# ---- sseg_scan_n_flat ----
**sseg_scan_n_flat: wiring by layer**

Only two layers are drawn.
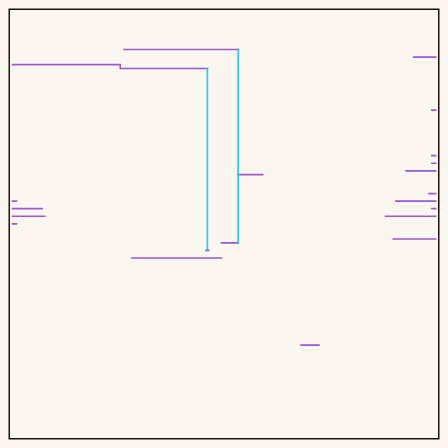

### config.mk
export PLATFORM = sky130hd
export DESIGN_NAME = sseg_scan_n_flat
export DESIGN_NICKNAME = d
export VERILOG_FILES = /design/src/rtl/sseg_scan_n_if.sv /design/src/rtl/sseg_scan_n.sv /design/src/flat_wrapper.sv
export SDC_FILE = /design/constraint.sdc
export NUM_CORES = 1
export LEC_CHECK = 0
export ABC_CLOCK_PERIOD_IN_PS = 3800
export CORE_MARGIN = 4
export CORE_UTILIZATION = 55
export DETAILED_ROUTE_END_ITERATION = 6
export GPL_TIMING_DRIVEN = 0
export PLACE_DENSITY_LB_ADDON = 0.08
export SYNTH_ARGS = -nofsm -noshare
export SYNTH_HDL_FRONTEND = slang
export SYNTH_SLANG_ARGS = --single-unit
### constraint.sdc
create_clock -name clk -period 3.8 [get_ports clk]
set_input_delay 0.38 -clock clk [delete_from_list [all_inputs] [get_ports clk]]
set_output_delay 0.38 -clock clk [all_outputs]
set_load 0.03 [all_outputs]
### src/rtl/sseg_scan_n_if.sv
// Bundle of the scanner's display inputs and pin outputs.
// master drives the digit data; slave is the scanner that drives the pins.
interface sseg_scan_n_if #(
  parameter int DIGITS      = 3,
  parameter int BRIGHT_BITS = 4
);
  logic [4*DIGITS-1:0]    hex;
  logic [DIGITS-1:0]      dp;
  logic [DIGITS-1:0]      blank;
  logic [DIGITS-1:0]      blink;
  logic                   lz_blank;
  logic [BRIGHT_BITS-1:0] brightness;
  logic [7:0]             ss;
  logic [DIGITS-1:0]      en;

  modport master (
    output hex, dp, blank, blink, lz_blank, brightness,
    input  ss, en
  );

  modport slave (
    input  hex, dp, blank, blink, lz_blank, brightness,
    output ss, en
  );
endinterface

### src/rtl/sseg_scan_n.sv
// Multiplexed N-digit seven-segment scanner with hex decode, blanking, blink,
// leading-zero suppression, PWM dimming and a dark gap between digits.
module sseg_scan_n #(
  parameter int DIGITS         = 3,
  parameter int PRESCALE_BITS  = 16,
  parameter int BRIGHT_BITS    = 4,
  parameter int BLINK_BITS     = 24,
  parameter bit SEG_ACTIVE_LOW = 1'b1,
  parameter bit EN_ACTIVE_LOW  = 1'b1
) (
  input  logic         clk,
  input  logic         reset,
  sseg_scan_n_if.slave bus
);
  localparam int IDX_W = (DIGITS > 1) ? $clog2(DIGITS) : 1;
  localparam logic [7:0]        SS_OFF = SEG_ACTIVE_LOW ? 8'hFF : 8'h00;
  localparam logic [DIGITS-1:0] EN_OFF = EN_ACTIVE_LOW ? {DIGITS{1'b1}} : {DIGITS{1'b0}};

  logic [PRESCALE_BITS-1:0] prescale_q, prescale_d;
  logic [BLINK_BITS-1:0]    blink_q, blink_d;
  logic [IDX_W-1:0]         idx_q, idx_d;
  logic [7:0]               ss_q, ss_d;
  logic [DIGITS-1:0]        en_q, en_d;

  logic                     wrap;
  logic [3:0]               nib;
  logic                     dp_sel, blank_sel, blink_sel, upper_nz;
  logic [DIGITS-1:0]        en_sel;
  logic                     lz_sup, pwm_off, dark;
  logic [6:0]               seg;

  function automatic logic [6:0] decode(input logic [3:0] n);
    case (n)
      4'h0: decode = 7'h3F;
      4'h1: decode = 7'h06;
      4'h2: decode = 7'h5B;
      4'h3: decode = 7'h4F;
      4'h4: decode = 7'h66;
      4'h5: decode = 7'h6D;
      4'h6: decode = 7'h7D;
      4'h7: decode = 7'h07;
      4'h8: decode = 7'h7F;
      4'h9: decode = 7'h6F;
      4'hA: decode = 7'h77;
      4'hB: decode = 7'h7C;
      4'hC: decode = 7'h39;
      4'hD: decode = 7'h5E;
      4'hE: decode = 7'h79;
      default: decode = 7'h71;
    endcase
  endfunction

  always_ff @(posedge clk) begin
    if (!reset) begin
      prescale_q <= '0;
      blink_q    <= '0;
      idx_q      <= '0;
      ss_q       <= SS_OFF;
      en_q       <= EN_OFF;
    end else begin
      prescale_q <= prescale_d;
      blink_q    <= blink_d;
      idx_q      <= idx_d;
      ss_q       <= ss_d;
      en_q       <= en_d;
    end
  end

  // The digit index only moves on the prescaler wrap, so each digit owns a full slot.
  always_comb begin
    wrap       = &prescale_q;
    prescale_d = prescale_q + 1'b1;
    blink_d    = blink_q + 1'b1;
    idx_d      = idx_q;
    if (wrap) begin
      idx_d = (idx_q == IDX_W'(DIGITS - 1)) ? '0 : idx_q + 1'b1;
    end
  end

  always_comb begin
    nib       = '0;
    dp_sel    = 1'b0;
    blank_sel = 1'b0;
    blink_sel = 1'b0;
    upper_nz  = 1'b0;
    en_sel    = '0;
    for (int i = 0; i < DIGITS; i++) begin
      if (idx_q == IDX_W'(i)) begin
        nib       = bus.hex[4*i +: 4];
        dp_sel    = bus.dp[i];
        blank_sel = bus.blank[i];
        blink_sel = bus.blink[i];
        en_sel[i] = 1'b1;
      end
      if ((IDX_W'(i) >= idx_q) && (bus.hex[4*i +: 4] != 4'h0)) upper_nz = 1'b1;
    end
  end

  // Suppressed leading zeros keep the enable and dp; only a..g go dark.
  always_comb begin
    lz_sup  = bus.lz_blank && (idx_q != '0) && !upper_nz;
    pwm_off = prescale_q[PRESCALE_BITS-1 -: BRIGHT_BITS] > bus.brightness;
    dark    = wrap || blank_sel || (blink_sel && blink_q[BLINK_BITS-1]) || pwm_off;
    seg     = lz_sup ? 7'h00 : decode(nib);
    ss_d    = SS_OFF;
    en_d    = EN_OFF;
    if (!dark) begin
      ss_d = {dp_sel, seg} ^ SS_OFF;
      en_d = en_sel ^ EN_OFF;
    end
  end

  assign bus.ss = ss_q;
  assign bus.en = en_q;
endmodule

### src/flat_wrapper.sv
// flat-port wrapper written by rule: the top's interface ports become plain ports
module sseg_scan_n_flat 
#(
  parameter int DIGITS         = 3,
  parameter int PRESCALE_BITS  = 16,
  parameter int BRIGHT_BITS    = 4,
  parameter int BLINK_BITS     = 24,
  parameter bit SEG_ACTIVE_LOW = 1'b1,
  parameter bit EN_ACTIVE_LOW  = 1'b1
)
  (clk, reset, bus_hex, bus_dp, bus_blank, bus_blink, bus_lz_blank, bus_brightness, bus_ss, bus_en);
  sseg_scan_n_if #(.DIGITS(DIGITS), .BRIGHT_BITS(BRIGHT_BITS)) bus_i ();
  input  logic clk;
  input  logic reset;
  input wire logic [$bits(bus_i.hex)-1:0] bus_hex;
  input wire logic [$bits(bus_i.dp)-1:0] bus_dp;
  input wire logic [$bits(bus_i.blank)-1:0] bus_blank;
  input wire logic [$bits(bus_i.blink)-1:0] bus_blink;
  input wire logic [$bits(bus_i.lz_blank)-1:0] bus_lz_blank;
  input wire logic [$bits(bus_i.brightness)-1:0] bus_brightness;
  output wire logic [$bits(bus_i.ss)-1:0] bus_ss;
  output wire logic [$bits(bus_i.en)-1:0] bus_en;
  assign bus_i.hex = bus_hex;
  assign bus_i.dp = bus_dp;
  assign bus_i.blank = bus_blank;
  assign bus_i.blink = bus_blink;
  assign bus_i.lz_blank = bus_lz_blank;
  assign bus_i.brightness = bus_brightness;
  assign bus_ss = bus_i.ss;
  assign bus_en = bus_i.en;
  sseg_scan_n #(.DIGITS(DIGITS), .PRESCALE_BITS(PRESCALE_BITS), .BRIGHT_BITS(BRIGHT_BITS), .BLINK_BITS(BLINK_BITS), .SEG_ACTIVE_LOW(SEG_ACTIVE_LOW), .EN_ACTIVE_LOW(EN_ACTIVE_LOW)) u_core (.clk(clk), .reset(reset), .bus(bus_i));
endmodule
# ---- product_accumulator_flat ----
### src/rtl/product_accumulator_if.sv
// Synchronous RAM read bus between product_accumulator (master) and the
// product RAM (slave).
interface product_accumulator_if #(
  parameter int unsigned DW = 8,
  parameter int unsigned AW = 3
);
  logic [AW-1:0] mem_adr;
  logic          mem_rd;
  logic [DW-1:0] mem_data;

  modport master (output mem_adr, output mem_rd, input mem_data);
  modport slave  (input mem_adr, input mem_rd, output mem_data);
endinterface

### src/rtl/product_accumulator.sv
// Sums a run of consecutive product-RAM entries and, when PRODUCT_ACC_MAX_EN
// is defined, tracks the largest entry and its address.
module product_accumulator #(
  parameter int unsigned DW = 8,
  parameter int unsigned AW = 3,
  parameter int unsigned SW = 11
) (
  input  logic                 clk,
  input  logic                 rst,
  input  logic                 start,
  input  logic [AW-1:0]        first_adr,
  input  logic [AW:0]          count,
  product_accumulator_if.master mem,
  output logic                 busy,
  output logic                 done,
  output logic [SW-1:0]        sum,
  output logic [DW-1:0]        max_val,
  output logic [AW-1:0]        max_adr
);

  typedef enum logic [1:0] {IDLE, READ, DRAIN, DONE} state_t;

  localparam logic [AW:0] DEPTH = {1'b1, {AW{1'b0}}};

  state_t      state;
  logic [AW:0] remaining;
  logic [AW:0] count_clamped;
  logic        rd_q;

  always_comb begin
    count_clamped = count;
    if (count > DEPTH) count_clamped = DEPTH;
  end

  // rd_q marks the cycle in which mem_data answers last cycle's read
  always_ff @(posedge clk or negedge rst) begin
    if (!rst) begin
      state       <= IDLE;
      mem.mem_adr <= '0;
      mem.mem_rd  <= 1'b0;
      rd_q        <= 1'b0;
      remaining   <= '0;
      busy        <= 1'b0;
      done        <= 1'b0;
      sum         <= '0;
    end else begin
      rd_q <= mem.mem_rd;
      done <= 1'b0;
      if (rd_q) sum <= sum + {{(SW-DW){1'b0}}, mem.mem_data};
      case (state)
        IDLE: begin
          if (start) begin
            mem.mem_adr <= first_adr;
            remaining   <= count_clamped;
            sum         <= '0;
            if (count_clamped == '0) begin
              state <= DONE;
              done  <= 1'b1;
            end else begin
              state      <= READ;
              mem.mem_rd <= 1'b1;
              busy       <= 1'b1;
            end
          end
        end
        READ: begin
          mem.mem_adr <= mem.mem_adr + 1'b1;
          remaining   <= remaining - 1'b1;
          if (remaining == {{AW{1'b0}}, 1'b1}) begin
            state      <= DRAIN;
            mem.mem_rd <= 1'b0;
          end
        end
        DRAIN: begin
          state <= DONE;
          busy  <= 1'b0;
          done  <= 1'b1;
        end
        DONE:    state <= IDLE;
        default: state <= IDLE;
      endcase
    end
  end

`ifdef PRODUCT_ACC_MAX_EN
  logic [AW-1:0] adr_q;

  // Strict compare keeps the earliest-read address on ties
  always_ff @(posedge clk or negedge rst) begin
    if (!rst) begin
      adr_q   <= '0;
      max_val <= '0;
      max_adr <= '0;
    end else begin
      adr_q <= mem.mem_adr;
      if (state == IDLE && start) begin
        max_val <= '0;
        max_adr <= first_adr;
      end else if (rd_q && (mem.mem_data > max_val)) begin
        max_val <= mem.mem_data;
        max_adr <= adr_q;
      end
    end
  end
`else
  assign max_val = '0;
  assign max_adr = '0;
`endif

endmodule
### src/flat_wrapper.sv
// flat-port wrapper written by rule: the top's interface ports become plain ports
module product_accumulator_flat 
#(
  parameter int unsigned DW = 8,
  parameter int unsigned AW = 3,
  parameter int unsigned SW = 11
)
  (clk, rst, start, first_adr, count, busy, done, sum, max_val, max_adr, mem_mem_adr, mem_mem_rd, mem_mem_data);
  product_accumulator_if #(.DW(DW), .AW(AW)) mem_i ();
  input  logic clk;
  input  logic rst;
  input  logic start;
  input  logic [AW-1:0] first_adr;
  input  logic [AW:0] count;
  output logic busy;
  output logic done;
  output logic [SW-1:0] sum;
  output logic [DW-1:0] max_val;
  output logic [AW-1:0] max_adr;
  output wire logic [$bits(mem_i.mem_adr)-1:0] mem_mem_adr;
  output wire logic [$bits(mem_i.mem_rd)-1:0] mem_mem_rd;
  input wire logic [$bits(mem_i.mem_data)-1:0] mem_mem_data;
  assign mem_mem_adr = mem_i.mem_adr;
  assign mem_mem_rd = mem_i.mem_rd;
  assign mem_i.mem_data = mem_mem_data;
  product_accumulator #(.DW(DW), .AW(AW), .SW(SW)) u_core (.clk(clk), .rst(rst), .start(start), .first_adr(first_adr), .count(count), .mem(mem_i), .busy(busy), .done(done), .sum(sum), .max_val(max_val), .max_adr(max_adr));
endmodule
### config.mk
export PLATFORM = sky130hd
export DESIGN_NAME = product_accumulator_flat
export DESIGN_NICKNAME = d
export VERILOG_FILES = /design/src/rtl/product_accumulator_if.sv /design/src/rtl/product_accumulator.sv /design/src/flat_wrapper.sv
export SDC_FILE = /design/constraint.sdc
export NUM_CORES = 1
export LEC_CHECK = 0
export ABC_CLOCK_PERIOD_IN_PS = 2750
export CAP_MARGIN = 20
export CORE_ASPECT_RATIO = 1.75
export CORE_MARGIN = 1.5
export CORE_UTILIZATION = 50
export CTS_CLUSTER_SIZE = 12
export DETAILED_ROUTE_END_ITERATION = 7
export PLACE_DENSITY = 0.84
export SYNTH_ARGS = -nofsm -noshare
export SYNTH_HDL_FRONTEND = slang
export SYNTH_SLANG_ARGS = --single-unit
### constraint.sdc
create_clock -name clk -period 2.75 [get_ports clk]
set_input_delay 0.275 -clock clk [delete_from_list [all_inputs] [get_ports clk]]
set_output_delay 0.275 -clock clk [all_outputs]
set_load 0.01 [all_outputs]
# ---- map_recovery_ctrl ----
File: config.mk
export PLATFORM = sky130hd
export DESIGN_NAME = map_recovery_ctrl
export DESIGN_NICKNAME = d
export VERILOG_FILES = /design/src/rtl/map_recovery_ctrl.sv
export SDC_FILE = /design/constraint.sdc
export NUM_CORES = 1
export LEC_CHECK = 0
export ABC_AREA = 1
export CAP_MARGIN = 20
export CORE_AREA = 2 2 83 85
export DETAILED_ROUTE_END_ITERATION = 10
export DIE_AREA = 0 0 85 87
export PLACE_DENSITY = 0.68
export SLEW_MARGIN = 20
export SYNTH_ARGS = -nofsm -noshare
export SYNTH_HDL_FRONTEND = slang
export SYNTH_SLANG_ARGS = --single-unit
File: constraint.sdc
create_clock -name clock -period 1.7 [get_ports clock]
set_input_delay 0.425 -clock clock [delete_from_list [all_inputs] [get_ports clock]]
set_output_delay 0.425 -clock clock [all_outputs]
set_load 0.05 [all_outputs]
File: src/rtl/map_recovery_ctrl.sv
// map_recovery_ctrl: mispredict recovery sequencer (map restore, squash, FU drain, fetch redirect)
module map_recovery_ctrl #(
    parameter int MIN_DRAIN = 2,
    parameter int CNT_W     = 16,
    parameter int PC_W      = 32
) (
    input  logic             clock,
    input  logic             reset,
    input  logic             mispredict_valid,
    input  logic [PC_W-1:0]  mispredict_pc,
    input  logic             fu_idle,
    input  logic             redirect_ready,
    output logic             map_restore_en,
    output logic             squash,
    output logic             stall_dispatch,
    output logic             redirect_valid,
    output logic [PC_W-1:0]  redirect_pc,
    output logic             busy,
    output logic [CNT_W-1:0] recovery_count
);
    localparam int DW = $clog2(MIN_DRAIN + 1);

    localparam logic [1:0] IDLE     = 2'd0;
    localparam logic [1:0] DRAIN    = 2'd1;
    localparam logic [1:0] REDIRECT = 2'd2;

    logic [1:0]       state_q, state_d;
    logic [DW-1:0]    drain_cnt_q, drain_cnt_d;
    logic [PC_W-1:0]  redirect_pc_q, redirect_pc_d;
    logic [CNT_W-1:0] count_q, count_d;
    logic             start, in_drain, drain_done, handshake;

    // Next-state logic; a mispredict is only honoured in IDLE since later ones are already squashed
    always_comb begin
        start         = (state_q == IDLE) && mispredict_valid;
        in_drain      = state_q == DRAIN;
        drain_done    = in_drain && (int'(drain_cnt_q) + 1 >= MIN_DRAIN) && fu_idle;
        handshake     = (state_q == REDIRECT) && redirect_ready;
        state_d       = start ? DRAIN : drain_done ? REDIRECT : handshake ? IDLE : state_q;
        drain_cnt_d   = start ? '0
                      : (in_drain && int'(drain_cnt_q) < MIN_DRAIN) ? drain_cnt_q + DW'(1)
                      : drain_cnt_q;
        redirect_pc_d = start ? mispredict_pc : redirect_pc_q;
        count_d       = (start && count_q != '1) ? count_q + CNT_W'(1) : count_q;
    end

    // State registers with synchronous reset
    always_ff @(posedge clock) begin
        if (reset) begin
            state_q       <= IDLE;
            drain_cnt_q   <= '0;
            redirect_pc_q <= '0;
            count_q       <= '0;
        end else begin
            state_q       <= state_d;
            drain_cnt_q   <= drain_cnt_d;
            redirect_pc_q <= redirect_pc_d;
            count_q       <= count_d;
        end
    end

    // Restore/squash are same-cycle so the arch snapshot includes this cycle's retire writes;
    // every output is forced low while reset is held
    always_comb begin
        map_restore_en = !reset && start;
        squash         = !reset && start;
        stall_dispatch = !reset && (start || state_q != IDLE);
        redirect_valid = !reset && state_q == REDIRECT;
        busy           = !reset && state_q != IDLE;
        redirect_pc    = reset ? '0 : redirect_pc_q;
        recovery_count = reset ? '0 : count_q;
    end
endmodule

**sseg_scan_n_flat: clock wires, drivers and flops**

The bar under the picture is 20 um long.
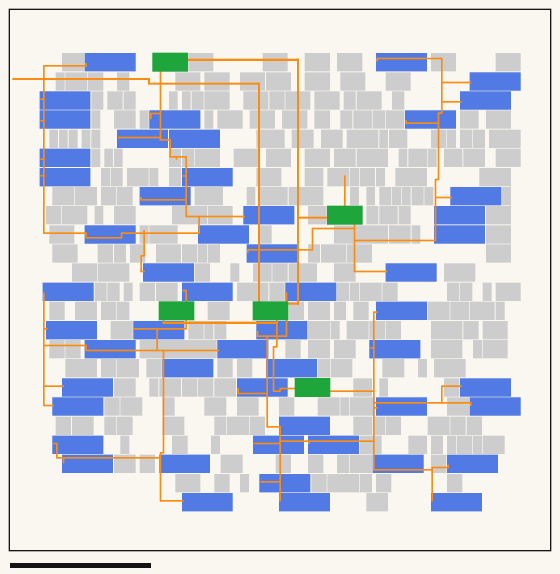
Orange shows clock wires, length 618 um. Green shows clock drivers, count 5. Blue shows flip-flops, count 53.
There are 6 routed clock nets.
Clock Power Share: 36.3%
Setup Skew: 6.98 ps
Clock group: 0.386 mW
Insertion Delay late pin: 310 ps

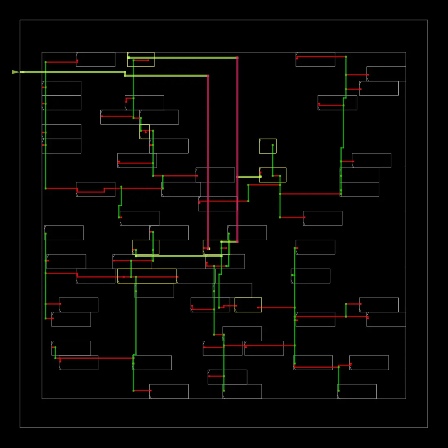
**Above:** sseg_scan_n_flat (clock wiring as the flow saved it).
clk_buf instances: 5
clk sinks: 53
seq_cells: 53

About 'wiring by layer' of sseg_scan_n_flat:
Cyan shows metal 4, wire length 67.3 um. Purple shows metal 3, wire length 133 um.

==> results_slide.txt, sseg_scan_n_flat <==
Key Metrics from the Run

Worst setup path
  – Worst setup path end: u_core.bus.ss[3]$_SDFF_PP1_
  – Kind of cell adding the most delay to the critical path: AND-OR/OR-AND gates
  – Critical path's largest stage delay: 560 ps
  – Buf+Inv Stages, Crit Path: 2
  – Worst EP required: 3990 ps
  – R2R cell count: 7

Placed design
  – Cells after DPL: 372

Hold path
  – Worst Hold Class: flip-flop to flip-flop

STA
  – Slew HR: 56.1%
  – Post-Route Setup TNS: 0 ps
  – Period Utilization, post-route: 63.5%

Detailed routing
  – DR WL/cell: 13.1 um

Power
  – Sequential power: 0.572 mW
  – Combinational group power: 0.105 mW
  – Cell Pwr Density: 337 nW/um2
  – Sw Share: 23.0%

Final layout
  – ClkCell Share: 3.56%
  – Layout Area Growth over Synthesis: 21.4%
  – Comb area: 1450 um2
  – FILL cells: 358
  – Fin area: 3160 um2

Clock network
  – Hold_buf cts: 0

Run status
  – Outcome: finished, final reports clean

Yosys
  – Flops after synth: 53

GRT
  – Busiest grt layer: met2
[sseg_scan_n_flat: kinds of logic after synthesis]
logic type	after synthesis	share of synthesized area [%]
AND-OR/OR-AND	34	8.85
adder cells (fa/ha/maj)	11	5.29
flip-flops	53	40.8
AND/OR/NAND/NOR	123	27.3
buffers and inverters	20	3.51
multiplexers	8	3.22
XOR/XNOR	33	11.1
[sseg_scan_n_flat: state kept, by name (all words and copies together) (netlist names)]
register,count
u_core.bus.en,3
u_core.bus.ss,8
u_core.prescale_q,16
u_core.blink_q,24
u_core.idx_q,2
[sseg_scan_n_flat: layout by cell type, fill, tap and decap left out, types with 2 or more instances in the layout]
master and count:
mux2_2 3, and4_1 7, clkdlybuf4s50_1 38, a21boi_0 3
nand2_1 20, nor4_1 2, o21ai_0 7, a211oi_1 3
inv_1 13, nor2_1 15, dfxtp_1 53, nand4_1 8
nor2b_1 9, and2_1 27, a21oi_1 6, buf_6 2
and3_1 2, mux2i_1 5, xnor2_1 23, nor3_1 3
nor3_2 2, nand3_1 19, xor2_1 10, ha_1 11
clkbuf_8 5, clkbuf_1 4, o311ai_1 2, a2bb2oi_1 2
a22oi_1 5, or3_1 4
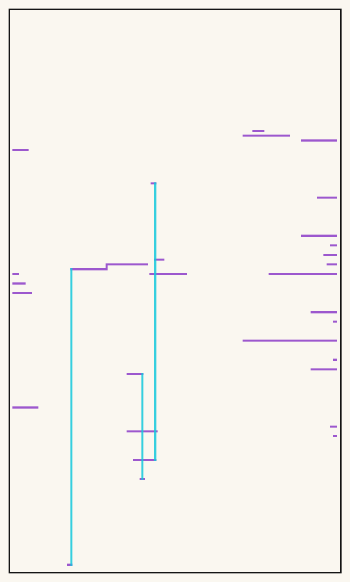
**Above:** product_accumulator_flat (wiring by layer).
Only two layers are drawn.
Cyan shows metal 4, wire length 96.6 um. Purple shows metal 3, wire length 92.2 um.

==> results_slide.txt, product_accumulator_flat <==
Key Metrics from the Run

Clock network
  – Htree depth: 1
  – Insertion Delay late pin: 270 ps
  – Clk slew on worst S/H paths: 90 ps
  – Clk sinks: 24
  – Clock root buffer: clkbuf_8

Placed design
  – DP Worst Slack: 398 ps
  – RePlAce Congestion: 0.786
  – IO Port Bufs: 34

Yosys
  – Yosys top cell by area: dfrtp_1
  – Main area contributors: dfrtp_1 35%, ha_1 10%, buf_4 4.9%
  – Largest type area fraction: 35.3%
  – Post-synth EDFFs: 0

Worst setup path
  – Arrival @ worst endpoint: 2270 ps
  – Buf+Inv Stages, Crit Path: 1
  – Worst EP required: 2950 ps
  – Levels on crit path: 7

Detailed routing
  – Detail Route Antenna Nets: 0

GRT
  – Initial antenna violation count: 0
  – Gr ovfl total: 0
  – Met3 usage: 1.57%
  – GR met2 Demand/Resource: 36.8%

Power
  – Internal: 1.44 mW
  – Lkg Pwr: 0.968 nW
  – Sw Share: 40.7%
  – Clock group: 0.309 mW
  – Flop pwr share: 29.6%

STA
  – Actual slew at the worst max-slew pin: 575 ps
  – Final Hold Fails: 0

Job
  – Max-cap violations: 0

Run status
  – Outcome: finished, final reports clean

Die
  – Core area: 3210 um2
  – Chip area: 3770 um2

Final layout
  – Top cells excl fill/tap: 34 x clkdlybuf4s50_1, 24 x dfrtp_1, 14 x ha_1
==> product_accumulator_flat: cells in the mapped netlist (all sizes together) (2+ instances only) <==
cell,count
nand2b,4
nand3,8
mux2i,8
xnor2,2
nor2,4
a21oi,14
clkbuf,2
o211ai,4
a21o,7
or3,2
nand3b,2
buf,15
o221ai,2
o31ai,2
nor3b,3
and3,3
a22oi,3
inv,11
ha,14
o21ai,13
a211oi,4
nand2,8
nor3,2
and2,4
dfrtp,24
==> product_accumulator_flat: cell type report <==
class | instances | share of cell area (%)
multi-input combinational | 138 | 46.8
sequential | 24 | 28.5
timing repair buffer | 36 | 16.9
tap | 43 | 2.55
clock buffer | 3 | 1.96
inverter | 11 | 1.96
clock inverter | 1 | 1.42
==> product_accumulator_flat: cell families after synthesis <==
family | Yosys count | synth area share [%]
compound gates | 60 | 24.9
xor+xnor | 3 | 1.55
mux | 8 | 4.71
fa+ha+maj | 15 | 11.5
simple gates | 41 | 13.0
buf+inv | 28 | 8.90
flops | 24 | 35.3
other cells | 1 | 0.221
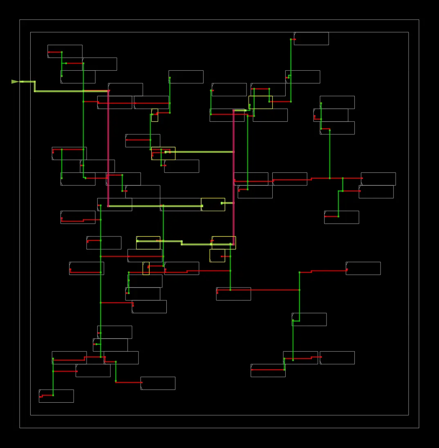
**Above:** map_recovery_ctrl (clock wiring as the flow saved it).
Setup Skew: 5.34 ps
CTS Buf Count: 5

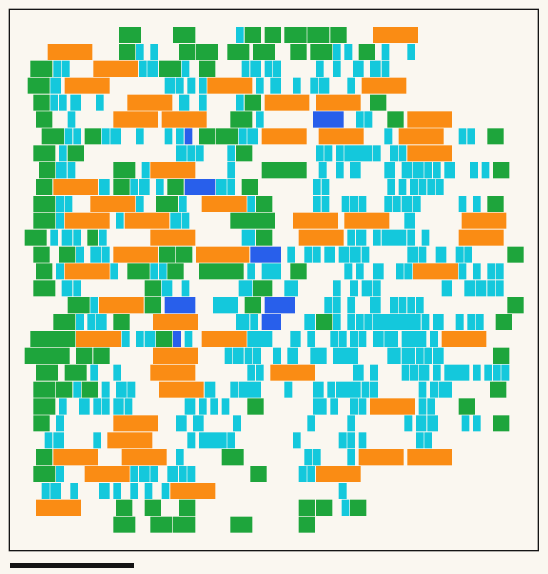
**Above:** map_recovery_ctrl (placed cells, one color a class).
The bar under the picture is 20 um long.
Cyan shows combinational and other logic, cells 320. Blue shows clock drivers and dummy loads, cells 8. Orange shows flops, cells 52. Green shows other buffers and delay cells, cells 103.
fraction of area in registers: 29.3%
Core Util, Final: 54.2%
core area: 6570 um2

==> results_slide.txt, map_recovery_ctrl <==
Key Metrics from the Run

Placed design
  – Cells after DPL: 551
  – IO Port Bufs: 89

Job
  – Max-cap violations: 0

Yosys
  – Synth top cells by count: 89 x nor2_1, 74 x nand2_1, 66 x inv_1, 52 x dfxtp_1, 30 x o21ai_0
  – Largest type area fraction: 41.4%
  – Synth Cell Area: 2510 um2
  – Syn_nets: 426
  – Yosys top cell by area: dfxtp_1
  – Synth Seq Share: 41.4%
  – Mux area share: 0%

Final layout
  – Seq_cells: 52
  – Clk_buf instances: 7
  – Layout Area Growth over Synthesis: 41.7%

Detailed routing
  – Via density: 4.48

Die
  – Die W: 85 um
  – Floorplan-stage core utilization: 38.2%

GRT
  – First-pass GRT wire length: 9950 um

Run status
  – Outcome: finished, final reports clean

Worst setup path
  – Arrival @ worst endpoint: 1250 ps
  – Startpoint Class: flip-flop

Clock network
  – Insertion Delay late pin: 300 ps
[map_recovery_ctrl: metal layers]
metal,vias up,global-route usage (%),wire length (um)
met2,57,28.7,2920
met4,0,3.46,53
met3,6,4.83,375
li1,1350,-,-
met1,1111,19.6,2690
met5,-,0,0
[map_recovery_ctrl: flip-flops by register name, summed over array words and instances, names as in the netlist]
register / cells
drain_cnt_q: 2
redirect_pc_q: 32
state_q: 2
count_q: 16
[map_recovery_ctrl: report_power, final]
part	internal (mW)	leakage (nW)	switching (mW)
Combinational	0.238	1.11	0.354
Sequential	1.29	0.425	0.0268
Clock	0.295	0.0424	0.403
Total	1.82	1.58	0.784
[map_recovery_ctrl: timing repair]
item,4_1_cts,5_1_grt
setup endpoints to repair,3,2
resized,4,0
cloned,0,0
pin swaps,2,2
buffers inserted,1,3
[map_recovery_ctrl: stage by stage]
step / setup TNS (ps) / utilization, %
finish: 0 / 54.2
global route: -42.0 / 54.2
CTS: 0 / 53.8
detailed placement: -1700 / 52.3
global placement: -1290 / 52.3
floorplan: -9860 / -
[map_recovery_ctrl: critical path, delay by kind of cell, from the launching register on]
kind                   cells  cell delay (ps)
DFF                        1              370
and+or+nand+nor            3              390
buffers and inverters      1              170


==> notes/layouts.md <==
Pictures saved along the way, in no particular order.

Power grid.
Pins as bars on the die edge.
shot_01.png
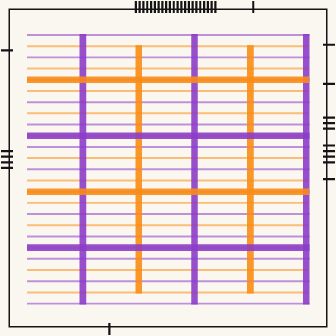
shot_02.png
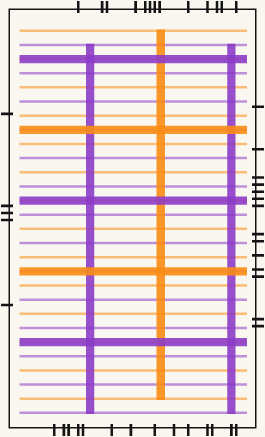
shot_03.png
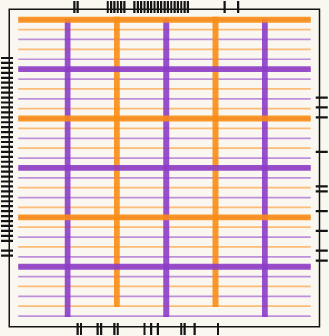
The one with the largest die is shot_03.png.
The one with the most pins is shot_03.png.
shot_02.png is product_accumulator_flat.
shot_03.png is map_recovery_ctrl.
shot_01.png is sseg_scan_n_flat.

No activity file was given, so power comes from the tool's default toggle rates.
